######## pattern_scheduler ########
Fig. 1: pattern_scheduler, port wiring
Scale: 6 px per µm.
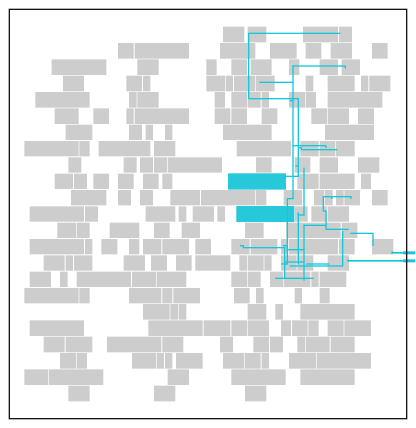

===== src/rtl/vga_pkg.sv =====
// Shared types and constants for the pattern datapath: scheduler states, the
// fade range and the physical RGB bit positions of the {R1,G1,B1,R0,G0,B0} pin map.
package vga_pkg;

  typedef enum logic [1:0] {
    SHOW     = 2'd0,
    FADE_OUT = 2'd1,
    SWITCH   = 2'd2,
    FADE_IN  = 2'd3
  } sched_state_e;

  localparam logic [1:0] FADE_MAX = 2'd3;

  localparam int RGB_R1 = 5;
  localparam int RGB_G1 = 4;
  localparam int RGB_B1 = 3;
  localparam int RGB_R0 = 2;
  localparam int RGB_G0 = 1;
  localparam int RGB_B0 = 0;

  // floor(c * lvl / 3) for one 2-bit channel; product fits in 4 bits (max 9)
  function automatic logic [1:0] dim_chan(input logic [1:0] c, input logic [1:0] lvl);
    logic [3:0] prod;
    logic [3:0] quot;
    prod = {2'b00, c} * {2'b00, lvl};
    quot = prod / 4'd3;
    return quot[1:0];
  endfunction

endpackage


===== src/rtl/rgb_dimmer.sv =====
// Combinational brightness scaler for a 6-bit {R1,G1,B1,R0,G0,B0} colour.
// Channels are split across the pin map, so each one is reassembled from its MSB/LSB pins.
module rgb_dimmer
  import vga_pkg::*;
(
  input  logic [5:0] rgb_i,
  input  logic [1:0] level_i,
  output logic [5:0] rgb_o
);

  always_comb begin
    rgb_o = '0;
    {rgb_o[RGB_R1], rgb_o[RGB_R0]} = dim_chan({rgb_i[RGB_R1], rgb_i[RGB_R0]}, level_i);
    {rgb_o[RGB_G1], rgb_o[RGB_G0]} = dim_chan({rgb_i[RGB_G1], rgb_i[RGB_G0]}, level_i);
    {rgb_o[RGB_B1], rgb_o[RGB_B0]} = dim_chan({rgb_i[RGB_B1], rgb_i[RGB_B0]}, level_i);
  end

endmodule


===== src/rtl/pattern_scheduler.sv =====
// Frame-synchronous pattern sequencer: holds a pattern for a dwell time, then fades
// out, switches pattern on one black frame, and fades back in.
module pattern_scheduler
  import vga_pkg::*;
#(
  parameter int NUM_PATTERNS     = 4,
  parameter int DWELL_FRAMES     = 300,
  parameter int FADE_STEP_FRAMES = 8
) (
  input  logic       clk,
  input  logic       rst,
  input  logic       frame_start,
  input  logic       pause,
  input  logic       resume,
  input  logic       auto_en,
  input  logic       next_req,
  input  logic [5:0] rgb_in,
  output logic [1:0] pattern_select,
  output logic [1:0] fade_level,
  output logic [5:0] rgb_out,
  output logic       busy
);

  localparam int DW_W = (DWELL_FRAMES > 1) ? $clog2(DWELL_FRAMES) : 1;
  localparam int ST_W = (FADE_STEP_FRAMES > 1) ? $clog2(FADE_STEP_FRAMES) : 1;
  localparam logic [DW_W-1:0] DW_LAST  = DW_W'(DWELL_FRAMES - 1);
  localparam logic [ST_W-1:0] ST_LAST  = ST_W'(FADE_STEP_FRAMES - 1);
  localparam logic [1:0]      SEL_LAST = 2'(NUM_PATTERNS - 1);

  sched_state_e    state_q;
  logic [DW_W-1:0] dwell_q;
  logic [ST_W-1:0] step_q;
  logic [1:0]      level_q, sel_q, sel_d;
  logic            paused_q, pending_q, req_q;
  logic            req_edge, tick;

  assign req_edge = next_req & ~req_q;
  assign tick     = frame_start & ~paused_q;
  assign sel_d    = (sel_q == SEL_LAST) ? 2'd0 : sel_q + 2'd1;

  always_ff @(posedge clk or posedge rst) begin
    if (rst) begin
      state_q   <= SHOW;
      dwell_q   <= '0;
      step_q    <= '0;
      level_q   <= FADE_MAX;
      sel_q     <= 2'd0;
      paused_q  <= 1'b0;
      pending_q <= 1'b0;
      req_q     <= 1'b0;
    end else begin
      req_q <= next_req;
      if (pause)       paused_q <= 1'b1;
      else if (resume) paused_q <= 1'b0;
      if (req_edge)    pending_q <= 1'b1;

      if (tick) begin
        unique case (state_q)
          SHOW: begin
            if (pending_q || (auto_en && dwell_q == DW_LAST)) begin
              state_q   <= FADE_OUT;
              dwell_q   <= '0;
              step_q    <= '0;
              // a fresh edge arriving on the consuming frame stays queued
              pending_q <= req_edge;
            end else if (dwell_q != DW_LAST) begin
              dwell_q <= dwell_q + 1'b1;
            end
          end
          FADE_OUT: begin
            if (step_q == ST_LAST) begin
              step_q  <= '0;
              level_q <= level_q - 2'd1;
              if (level_q == 2'd1) state_q <= SWITCH;
            end else begin
              step_q <= step_q + 1'b1;
            end
          end
          SWITCH: begin
            sel_q   <= sel_d;
            step_q  <= '0;
            state_q <= FADE_IN;
          end
          FADE_IN: begin
            if (step_q == ST_LAST) begin
              step_q  <= '0;
              level_q <= level_q + 2'd1;
              if (level_q == FADE_MAX - 2'd1) begin
                state_q <= SHOW;
                dwell_q <= '0;
              end
            end else begin
              step_q <= step_q + 1'b1;
            end
          end
          default: state_q <= SHOW;
        endcase
      end
    end
  end

  assign pattern_select = sel_q;
  assign fade_level     = level_q;
  assign busy           = (state_q != SHOW);

  rgb_dimmer u_dim (
    .rgb_i   (rgb_in),
    .level_i (level_q),
    .rgb_o   (rgb_out)
  );

endmodule

===== config.mk =====
export PLATFORM = sky130hd
export DESIGN_NAME = pattern_scheduler
export DESIGN_NICKNAME = d
export VERILOG_FILES = /design/src/rtl/vga_pkg.sv /design/src/rtl/rgb_dimmer.sv /design/src/rtl/pattern_scheduler.sv
export SDC_FILE = /design/constraint.sdc
export NUM_CORES = 1
export LEC_CHECK = 0
export ABC_AREA = 0
export CAP_MARGIN = 40
export CORE_AREA = 2 2 64 66
export CTS_BUF_LIST = sky130_fd_sc_hd__clkbuf_8
export DETAILED_ROUTE_END_ITERATION = 16
export DIE_AREA = 0 0 66 68
export MAX_ROUTING_LAYER = met4
export PLACE_DENSITY_LB_ADDON = 0.05
export SKIP_LAST_GASP = 1
export SLEW_MARGIN = 10
export SYNTH_ARGS = -nofsm -noshare
export SYNTH_HDL_FRONTEND = slang
export SYNTH_HIERARCHICAL = 1
export SYNTH_SLANG_ARGS = --single-unit

===== constraint.sdc =====
create_clock -name clk -period 2.3 [get_ports clk]
set_input_delay 0.23 -clock clk [delete_from_list [all_inputs] [get_ports clk]]
set_output_delay 0.23 -clock clk [all_outputs]
set_load 0.02 [all_outputs]

######## mem_port_arbiter ########
`src/rtl/mem_port_arbiter.sv`:
```
// Two-requester shared memory port arbiter with bounded hold and handover.
// Ports: clk, rst_n (sync, low), REQ1/D1, REQ2/D2 in; GNT1, GNT2, S, Y, VALID out.
// Macro MEM_PORT_ARBITER_RR_EN selects round-robin idle tie-break.
module mem_port_arbiter #(
  parameter int WIDTH    = 32,
  parameter int MAX_HOLD = 8
) (
  input  logic             clk,
  input  logic             rst_n,
  input  logic             REQ1,
  input  logic [WIDTH-1:0] D1,
  input  logic             REQ2,
  input  logic [WIDTH-1:0] D2,
  output logic             GNT1,
  output logic             GNT2,
  output logic             S,
  output logic [WIDTH-1:0] Y,
  output logic             VALID
);

  typedef enum logic [1:0] {
    IDLE = 2'd0,
    OWN1 = 2'd1,
    OWN2 = 2'd2
  } state_t;

  localparam logic [7:0] LIM = 8'(MAX_HOLD - 1);

  state_t     state;
  state_t     state_nxt;
  logic [7:0] cnt;
  logic       last1;
  logic       tie1;

  // last1 = 1 when requester 1 was the most recent owner
`ifdef MEM_PORT_ARBITER_RR_EN
  assign tie1 = !last1;
`else
  assign tie1 = 1'b1;
`endif

  always_comb begin
    state_nxt = state;
    unique case (state)
      IDLE: begin
        if (REQ1 && REQ2) state_nxt = tie1 ? OWN1 : OWN2;
        else if (REQ1)    state_nxt = OWN1;
        else if (REQ2)    state_nxt = OWN2;
        else              state_nxt = IDLE;
      end
      OWN1: begin
        if (!REQ1)
          state_nxt = REQ2 ? OWN2 : IDLE;
        else if (REQ2 && cnt == LIM)
          state_nxt = OWN2;
        else
          state_nxt = OWN1;
      end
      OWN2: begin
        if (!REQ2)
          state_nxt = REQ1 ? OWN1 : IDLE;
        else if (REQ1 && cnt == LIM)
          state_nxt = OWN1;
        else
          state_nxt = OWN2;
      end
      default: state_nxt = IDLE;
    endcase
  end

  always_ff @(posedge clk) begin
    if (!rst_n) begin
      state <= IDLE;
      cnt   <= 8'd0;
      last1 <= 1'b0;
    end else begin
      state <= state_nxt;
      if (state_nxt == IDLE) begin
        cnt <= 8'd0;
      end else if (state_nxt != state) begin
        cnt   <= 8'd0;
        last1 <= (state_nxt == OWN1);
      end else if (cnt != LIM) begin
        cnt <= cnt + 8'd1;
      end
    end
  end

  assign GNT1  = (state == OWN1);
  assign GNT2  = (state == OWN2);
  assign S     = GNT1;
  assign VALID = GNT1 | GNT2;
  assign Y     = S ? D1 : D2;

endmodule
```
`config.mk`:
```
export PLATFORM = sky130hd
export DESIGN_NAME = mem_port_arbiter
export DESIGN_NICKNAME = d
export VERILOG_FILES = /design/src/rtl/mem_port_arbiter.sv
export SDC_FILE = /design/constraint.sdc
export NUM_CORES = 1
export LEC_CHECK = 0
export ABC_AREA = 0
export CAP_MARGIN = 10
export CORE_ASPECT_RATIO = 1.25
export CORE_MARGIN = 2
export CORE_UTILIZATION = 30
export CTS_BUF_LIST = sky130_fd_sc_hd__clkbuf_4 sky130_fd_sc_hd__clkbuf_8
export DETAILED_ROUTE_END_ITERATION = 10
export GPL_TIMING_DRIVEN = 0
export PLACE_DENSITY = 0.95
export SLEW_MARGIN = 10
export SYNTH_ARGS = -nofsm -noshare
export SYNTH_HDL_FRONTEND = slang
export SYNTH_SLANG_ARGS = --single-unit
export TNS_END_PERCENT = 30
```
`constraint.sdc`:
```
create_clock -name clk -period 2.99 [get_ports clk]
set_input_delay 0.4485 -clock clk [delete_from_list [all_inputs] [get_ports clk]]
set_output_delay 0.4485 -clock clk [all_outputs]
set_load 0.01 [all_outputs]
```
######## pc_gen ########
==> config.mk <==
export PLATFORM = sky130hd
export DESIGN_NAME = pc_gen
export DESIGN_NICKNAME = d
export VERILOG_FILES = /design/src/rtl/pc_gen.sv
export SDC_FILE = /design/constraint.sdc
export NUM_CORES = 1
export LEC_CHECK = 0
export ABC_AREA = 1
export CELL_PAD_IN_SITES_DETAIL_PLACEMENT = 1
export CELL_PAD_IN_SITES_GLOBAL_PLACEMENT = 2
export CORE_UTILIZATION = 29
export DETAILED_ROUTE_END_ITERATION = 12
export GPL_TIMING_DRIVEN = 0
export PLACE_DENSITY_LB_ADDON = 0.12
export SYNTH_ARGS = -nofsm -noshare
export SYNTH_HDL_FRONTEND = slang
export SYNTH_SLANG_ARGS = --single-unit
==> constraint.sdc <==
create_clock -name clk -period 4.8 [get_ports clk]
set_clock_uncertainty 0.05 [all_clocks]
set_input_delay 0.96 -clock clk [delete_from_list [all_inputs] [get_ports clk]]
set_output_delay 0.96 -clock clk [all_outputs]
set_load 0.01 [all_outputs]
==> src/rtl/pc_gen.sv <==
// +----------------------------------------------------------------------------+
// | pc_gen : fetch-address generator with valid/ready issue and redirect buffer |
// | Rev 1.0                                                                     |
// +----------------------------------------------------------------------------+
`default_nettype none

module pc_gen #(
  parameter int                 ADDR_W       = 32,
  parameter logic [ADDR_W-1:0]  RESET_VECTOR = 'h80000000,
  parameter int                 STEP         = 4
) (
  input  logic              clk,
  input  logic              rst,
  input  logic              jb_i,
  input  logic [ADDR_W-1:0] dnpc_i,
  input  logic              trap_i,
  input  logic [ADDR_W-1:0] trap_vec_i,
  input  logic              stall_i,
  input  logic              halt_i,
  input  logic              req_ready_i,
  output logic              req_valid_o,
  output logic [ADDR_W-1:0] pc_o,
  output logic              ce_o,
  output logic              misalign_o
);

  localparam logic [1:0] c_IDLE  = 2'd0;
  localparam logic [1:0] c_FETCH = 2'd1;
  localparam logic [1:0] c_STALL = 2'd2;
  localparam logic [1:0] c_HALT  = 2'd3;

  localparam logic [ADDR_W-1:0] c_ALIGN_MASK = ADDR_W'(STEP - 1);
  localparam logic [ADDR_W-1:0] c_STEP       = ADDR_W'(STEP);

  logic [1:0]        state_q, state_d;
  logic [ADDR_W-1:0] pc_q, pc_d;
  logic              pend_v_q, pend_v_d;
  logic              pend_trap_q, pend_trap_d;
  logic [ADDR_W-1:0] pend_tgt_q, pend_tgt_d;
  logic              mis_q, mis_d;

  logic              w_redir;
  logic [ADDR_W-1:0] w_redir_tgt;

  // A trap in the same cycle as a branch wins; the branch is dropped.
  assign w_redir     = trap_i | jb_i;
  assign w_redir_tgt = trap_i ? trap_vec_i : dnpc_i;

  always_comb begin
    state_d     = state_q;
    pc_d        = pc_q;
    pend_v_d    = pend_v_q;
    pend_trap_d = pend_trap_q;
    pend_tgt_d  = pend_tgt_q;
    mis_d       = 1'b0;

    case (state_q)
      c_IDLE: begin
        state_d = c_FETCH;
      end

      c_FETCH: begin
        if (req_ready_i) begin
          pend_v_d = 1'b0;
          if (w_redir) begin
            pc_d  = w_redir_tgt & ~c_ALIGN_MASK;
            mis_d = |(w_redir_tgt & c_ALIGN_MASK);
          end else if (pend_v_q) begin
            pc_d  = pend_tgt_q & ~c_ALIGN_MASK;
            mis_d = |(pend_tgt_q & c_ALIGN_MASK);
          end else begin
            pc_d = pc_q + c_STEP;
          end
          if (halt_i) begin
            state_d = c_HALT;
          end else if (stall_i) begin
            state_d = c_STALL;
          end
        end else begin
          // Request still outstanding: remember the redirect; a pending trap is never displaced by a branch.
          if (trap_i) begin
            pend_v_d    = 1'b1;
            pend_trap_d = 1'b1;
            pend_tgt_d  = trap_vec_i;
          end else if (jb_i && !(pend_v_q && pend_trap_q)) begin
            pend_v_d    = 1'b1;
            pend_trap_d = 1'b0;
            pend_tgt_d  = dnpc_i;
          end
        end
      end

      c_STALL: begin
        if (w_redir) begin
          pc_d  = w_redir_tgt & ~c_ALIGN_MASK;
          mis_d = |(w_redir_tgt & c_ALIGN_MASK);
        end
        if (halt_i) begin
          state_d  = c_HALT;
          pend_v_d = 1'b0;
        end else if (!stall_i) begin
          state_d = c_FETCH;
        end
      end

      default: begin
        state_d = c_HALT;
      end
    endcase
  end

  always_ff @(posedge clk) begin
    if (rst) begin
      state_q     <= c_IDLE;
      pc_q        <= RESET_VECTOR;
      pend_v_q    <= 1'b0;
      pend_trap_q <= 1'b0;
      pend_tgt_q  <= '0;
      mis_q       <= 1'b0;
    end else begin
      state_q     <= state_d;
      pc_q        <= pc_d;
      pend_v_q    <= pend_v_d;
      pend_trap_q <= pend_trap_d;
      pend_tgt_q  <= pend_tgt_d;
      mis_q       <= mis_d;
    end
  end

  assign req_valid_o = (state_q == c_FETCH);
  assign ce_o        = (state_q == c_FETCH) || (state_q == c_STALL);
  assign pc_o        = pc_q;
  assign misalign_o  = mis_q;

endmodule

`default_nettype wire

Fig. 2: mem_port_arbiter, sequential cells grouped by signal name
Scale: 8 px per µm. Other cells in grey.
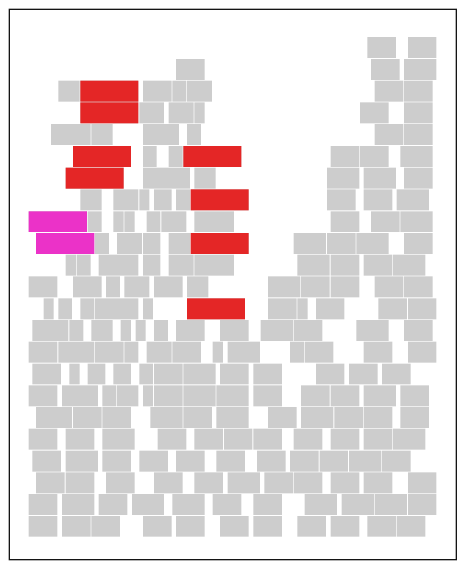
[magenta] state | placed flops: 2
[red] cnt | placed flops: 8
share of the core filled with cells: 66.9%
sequential share of cell area: 9.37%
Seq power: 0.000138 W
area taken by flip-flops and latches: 200 µm²

==> tab_implementation.tex, mem_port_arbiter <==
% Auto-generated results table
\begin{tabular}{lr}
\hline
Metric & Value \\
\hline
\multicolumn{2}{l}{\textbf{Detailed routing}} \\
\quad Total via count after detailed routing & between 1k and 1.5k \\
\quad Vias per cell & about 4.9 \\
\multicolumn{2}{l}{\textbf{Min path}} \\
\quad Min-delay src & cnt[5] \\
\quad Hold Crit Class & register to register \\
\multicolumn{2}{l}{\textbf{Global routing}} \\
\quad Gr usage total & 20.0\% \\
\quad Remaining global-route overflow & 0 \\
\multicolumn{2}{l}{\textbf{Setup path}} \\
\quad WP data required & about 2.5 ns \\
\quad Sort of element at the end of the critical path & primary output \\
\quad List of cells traversed by the critical path & inv\_1 -> ha\_1 -> buf\_2 -> buf\_1 -> mux2\_2 -> clkdlybuf4s50\_1 \\
\quad Worst Setup Path Type & register to primary output \\
\multicolumn{2}{l}{\textbf{Synthesis}} \\
\quad Share of synthesized area occupied by flip-flops and latches & approximately 20\% \\
\quad Synthesized net count & between 150 and 200 \\
\quad Synthesis warning total & 0 \\
\quad Post-Synth Adder-Cell Area & under 10\% \\
\multicolumn{2}{l}{\textbf{STA}} \\
\quad Final worst path period share & around 95\% \\
\quad Final WS setup & around 0.16 ns \\
\multicolumn{2}{l}{\textbf{Cells and area}} \\
\quad Count of inserted antenna diode cells & 0 \\
\multicolumn{2}{l}{\textbf{Clock network}} \\
\quad Number of CTS-inserted buffers & 3 \\
\quad CTS clock-pin slew for the worst setup and hold paths & $\sim$0.04 ns \\
\multicolumn{2}{l}{\textbf{Run}} \\
\quad Number of max-cap violations & 0 \\
\multicolumn{2}{l}{\textbf{Run status}} \\
\quad Status & finished clean \\
\hline
\end{tabular}
## mem_port_arbiter: timing repair
action / in CTS / in global routing
resized: 0 / 1
setup endpoints to repair: 0 / 3
hold endpoints to repair: 0 / 0
## mem_port_arbiter: metal layers
layer | vias up | track usage (%) | part of all wire, %
met5 | - | 0 | 0
met1 | 563 | 18.7 | 36
met3 | 4 | 5.22 | 7.6
met4 | 0 | 4.88 | 1.2
li1 | 601 | - | -
met2 | 54 | 42.9 | 55
## mem_port_arbiter: state kept, by name, indices dropped and copies added (netlist names)
name   count
state      2
cnt        8
## mem_port_arbiter: worst reg2reg max path, delay by kind of cell (launching register included)
kind	cells	cell delay, ns
buf+inv	3	0.45
simple gates	3	0.82
flops	1	0.36
fa+ha+maj	1	0.21
compound gates	2	0.52
## mem_port_arbiter: cell type report
class                      count  area share, %
clock buffer                   4           2.58
tap                           37           2.17
inverter                       6           1.05
multi-input combinational     84           35.1
timing repair buffer         103           48.3
sequential                    10           9.37
buffer                         6           1.41
## mem_port_arbiter: worst paths after layout
kind,cells past startpoint,to
setup / recovery,6,Y[22]
hold / removal,2,cnt[5]
setup reg to reg,9,cnt[5]
hold reg to reg,2,cnt[5]
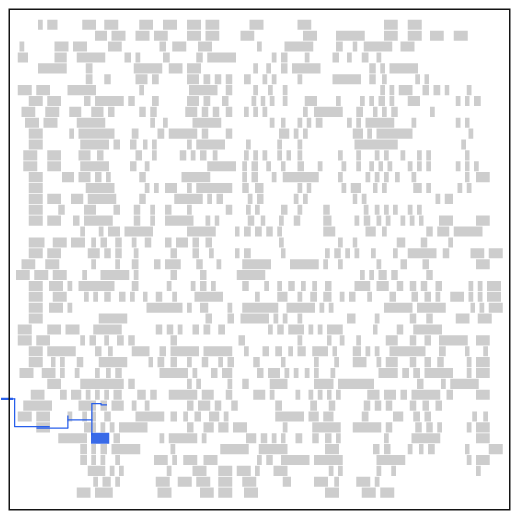
Fig. 3. Port wiring (pc_gen).
Scale: 4 px per µm.
[blue] ce_o | direction: output | edge: left | end cells: 1 | buffers: 1 | wire: 45.1 µm
count of input and output buffers: 102
I/O pin count: 106

Fig. 4: pc_gen, wiring by layer
Scale: 3 px per µm. Two of the layers only.
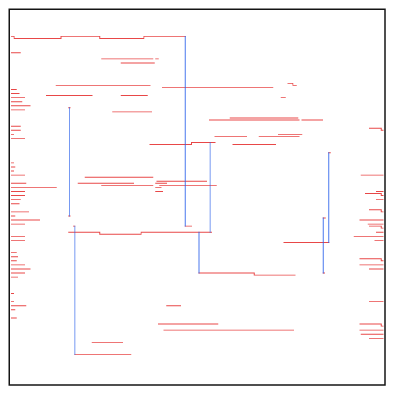
[red] M3 | wire length: 877 µm
[blue] M4 | wire length: 234 µm
gr usage total: 23.4%
total wirelength of the detailed-routed design: 17400 µm
total via count after detailed routing: 4900

==> tab_implementation.tex, pc_gen <==
% Auto-generated results table
\begin{tabular}{lr}
\hline
Metric & Value \\
\hline
\multicolumn{2}{l}{\textbf{Run status}} \\
\quad Status & complete, but fails checks \\
\quad Failing checks & design-rule violations \\
\multicolumn{2}{l}{\textbf{Cells and area}} \\
\quad Clk\_buf instances & 12 \\
\quad Biggest area consumer among cell classes & logic gates \\
\quad Nets@finish & approximately 860 \\
\quad Post-route standard cell area excluding fillers & roughly 6000 µm² \\
\multicolumn{2}{l}{\textbf{Global routing}} \\
\quad Number of antenna violations at the first check in global routing & 0 \\
\multicolumn{2}{l}{\textbf{Power}} \\
\quad PD cells & 488 nW/µm² \\
\quad Leakage power of the design & roughly 2.3 nW \\
\quad Clock network power & approximately 0.00074 W \\
\multicolumn{2}{l}{\textbf{Synthesis}} \\
\quad Post-Synth Adder-Cell Area & between 1 and 1.5\% \\
\quad Number of enable flip-flop cells & 0 \\
\multicolumn{2}{l}{\textbf{Detailed routing}} \\
\quad Total DRC errors in the routed layout & 12 \\
\multicolumn{2}{l}{\textbf{STA}} \\
\quad Final setup violation count & 0 \\
\multicolumn{2}{l}{\textbf{Clock network}} \\
\quad Hold-fix buffers, CTS & 0 \\
\hline
\end{tabular}
[pc_gen: synth_stat cells (5+ instances only)]
master	count
o211ai_1	8
inv_2	5
buf_2	17
a311oi_1	16
clkbuf_1	15
dfxtp_1	67
o21ai_1	11
xnor2_1	5
ha_1	5
xor2_1	5
inv_1	47
mux2i_1	23
nor2_1	42
nand3_1	26
a21oi_1	109
o21ai_0	28
nand2_1	195
[pc_gen: state kept, by name, indices dropped and copies added, names as in the netlist]
signal / cells
pend_trap_q: 1
state_q: 2
pc_o: 30
pend_v_q: 1
pend_tgt_q: 32
misalign_o: 1
[pc_gen: worst max-delay path by stage]
stage               end  slack, ns  cells past startpoint
5_1_grt        pc_o[25]       2.00                      8
2_1_floorplan   pc_o[5]       2.70                     10
4_1_cts            ce_o       2.07                      3
3_3_place_gp   pc_o[25]       1.87                      8
3_5_place_dp   pc_o[25]       1.84                      8
6_report           ce_o       2.09                      3
[pc_gen: metal layers]
metal / track usage, % / routed length, µm
met5: 0 / 0
met4: 6.61 / 233
met3: 4.04 / 877
met2: 39.2 / 8070
met1: 30.6 / 8240
Fig. 5: pattern_scheduler, wiring by layer
Scale: 6 px per µm. Two of the layers only.
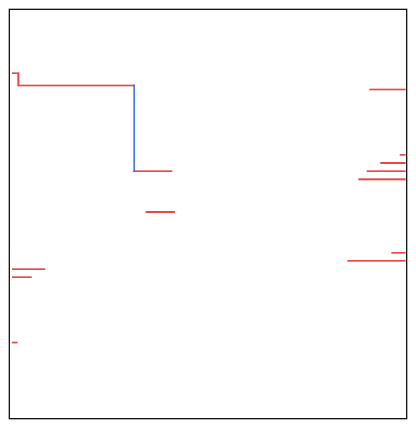
[blue] M4 | wire length: 14.3 µm
[red] M3 | wire length: 77.7 µm
total wirelength of the detailed-routed design: 3530 µm
gr usage total: 17.9%
average wire per standard cell: 13.9 µm
total via count after detailed routing: 1373

## Picture notes: Fig. 1
[cyan] fade_level | direction: output | edge: right | end cells: 2 | buffers: 6 | wire: 221 µm
count of input and output buffers: 23
I/O pin count: 24

==> tab_implementation.tex, pattern_scheduler <==
% Auto-generated results table
\begin{tabular}{lr}
\hline
Metric & Value \\
\hline
\multicolumn{2}{l}{\textbf{Run status}} \\
\quad Failing checks & negative setup slack \\
\quad Status & complete, but fails checks \\
\multicolumn{2}{l}{\textbf{Die}} \\
\quad Die Outline Area & $\sim$4500 µm² \\
\multicolumn{2}{l}{\textbf{Clock network}} \\
\quad Later-pin clock latency in the skew report & between 0.2 and 0.3 ns \\
\quad Clock sink total & 21 \\
\multicolumn{2}{l}{\textbf{Setup path}} \\
\quad First element of the critical path & fade\_level[0] \\
\multicolumn{2}{l}{\textbf{Cells and area}} \\
\quad Clock tree cell share of total cell area & $\sim$2.1\% \\
\quad Layout cell share with drive strength beyond 1 & a little over a third \\
\quad Number of sequential cells & 21 \\
\quad Sequential share of cell area & approximately a quarter \\
\multicolumn{2}{l}{\textbf{Power}} \\
\quad Relative contribution of sequential cells to total power & 31.0\% \\
\quad Comb. pwr & approximately 0.00097 W \\
\quad Combinational Power Share & 55.5\% \\
\multicolumn{2}{l}{\textbf{STA}} \\
\quad Final WS setup & -0.0181 ns \\
\quad Final setup violation count & 3 \\
\multicolumn{2}{l}{\textbf{Synthesis}} \\
\quad Syn\_area\_per\_cell & 10.2 µm² \\
\quad Area of the mapped netlist & about 1600 µm² \\
\hline
\end{tabular}
## pattern_scheduler: final timing paths
kind | end | slack (ns) | cells after the start
max | rgb_out[1] | -0.02 | 6
min | pending_q | 0.42 | 1
max reg2reg | dwell_q[5] | 0.13 | 8
min reg2reg | pending_q | 0.42 | 1
max in group asynchronous | dwell_q[4] | 1.37 | 2
min in group asynchronous | dwell_q[8] | 0.43 | 2
## pattern_scheduler: metal layers
metal	vias to the layer above	share of wire (%)
li1	685	-
met1	673	45
met2	13	53
met3	2	2.2
met4	0	0.40
met5	-	0
## pattern_scheduler: sequential cells by signal, summed over array words and instances, names as in the netlist
name,flops
dwell_q,9
step_q,3
fade_level,2
pattern_select,2
state_q,2
paused_q,1
pending_q,1
req_q,1
## pattern_scheduler: cells by family (layout without fill, tap and decap cells)
logic type	after synthesis	count (layout)	share of synthesized area (%)
AND/OR/NAND/NOR	66	66	25.6
AND-OR/OR-AND	30	30	15.7
flip-flops	21	21	32.1
adder cells (fa/ha/maj)	20	20	16.6
buffers and inverters	16	59	4.79
multiplexers	7	7	4.64
XOR/XNOR	1	1	0.533
## pattern_scheduler: repair_timing
action	CTS	global route
setup buffers	1	1
pin swaps	9	0
resized	42	3
endpoints found under the setup margin	6	6

==> notes/layouts.md <==
Pictures saved along the way, in no particular order.

Signal metal coverage by tile.
(a)
Scale: 6 px per µm. The die is cut into 11 by 14 equal tiles; dark blue is low, red is high, scaled to the fullest tile. Values are wire area over tile area, all layers added.
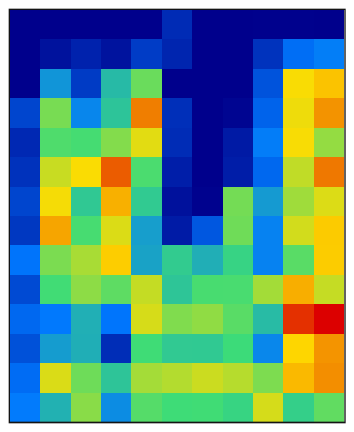
(b)
Scale: 3 px per µm. The die is cut into 25 by 25 equal tiles; dark blue is low, red is high, scaled to the fullest tile. Values are wire area over tile area, all layers added.
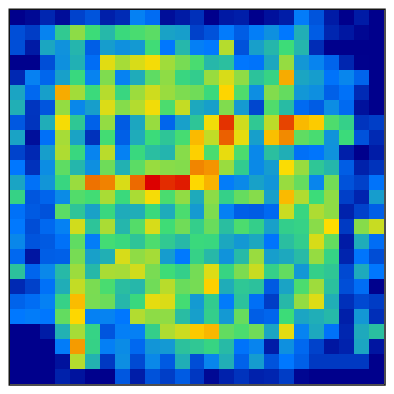
(c)
Scale: 6 px per µm. The die is cut into 13 by 14 equal tiles; dark blue is low, red is high, scaled to the fullest tile. Values are wire area over tile area, all layers added.
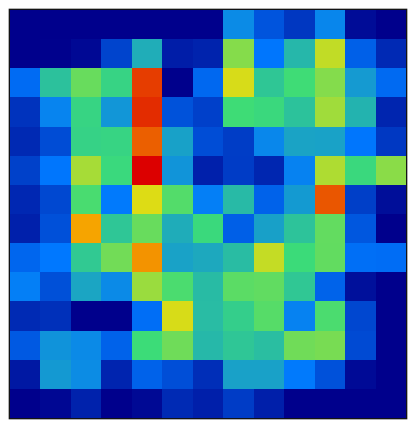
| picture | from |
|---|---|
| (c) | pattern_scheduler |
| (a) | mem_port_arbiter |
| (b) | pc_gen |

Key to (a):
fullest tile: 0.40
mean over tiles: 0.16
densest ninth of the die: bottom right



==> layout pictures side by side <==
Cell placement.
panel A
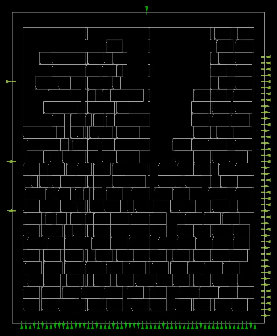
panel B
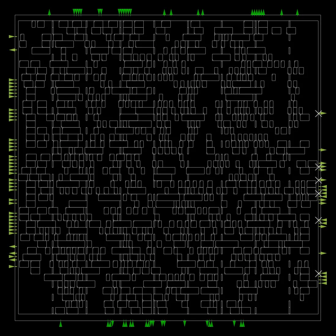
panel C
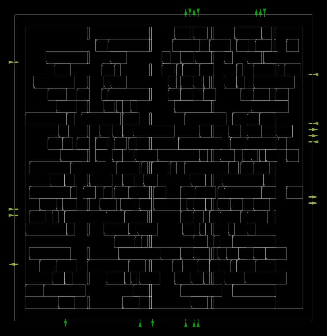
Panel C is pattern_scheduler.
Panel B is pc_gen.
Panel A is mem_port_arbiter.
Of these, most cells: panel B
Of these, lowest utilization: panel B

Power figures rest on the tool's default switching activity, not on a simulated workload.
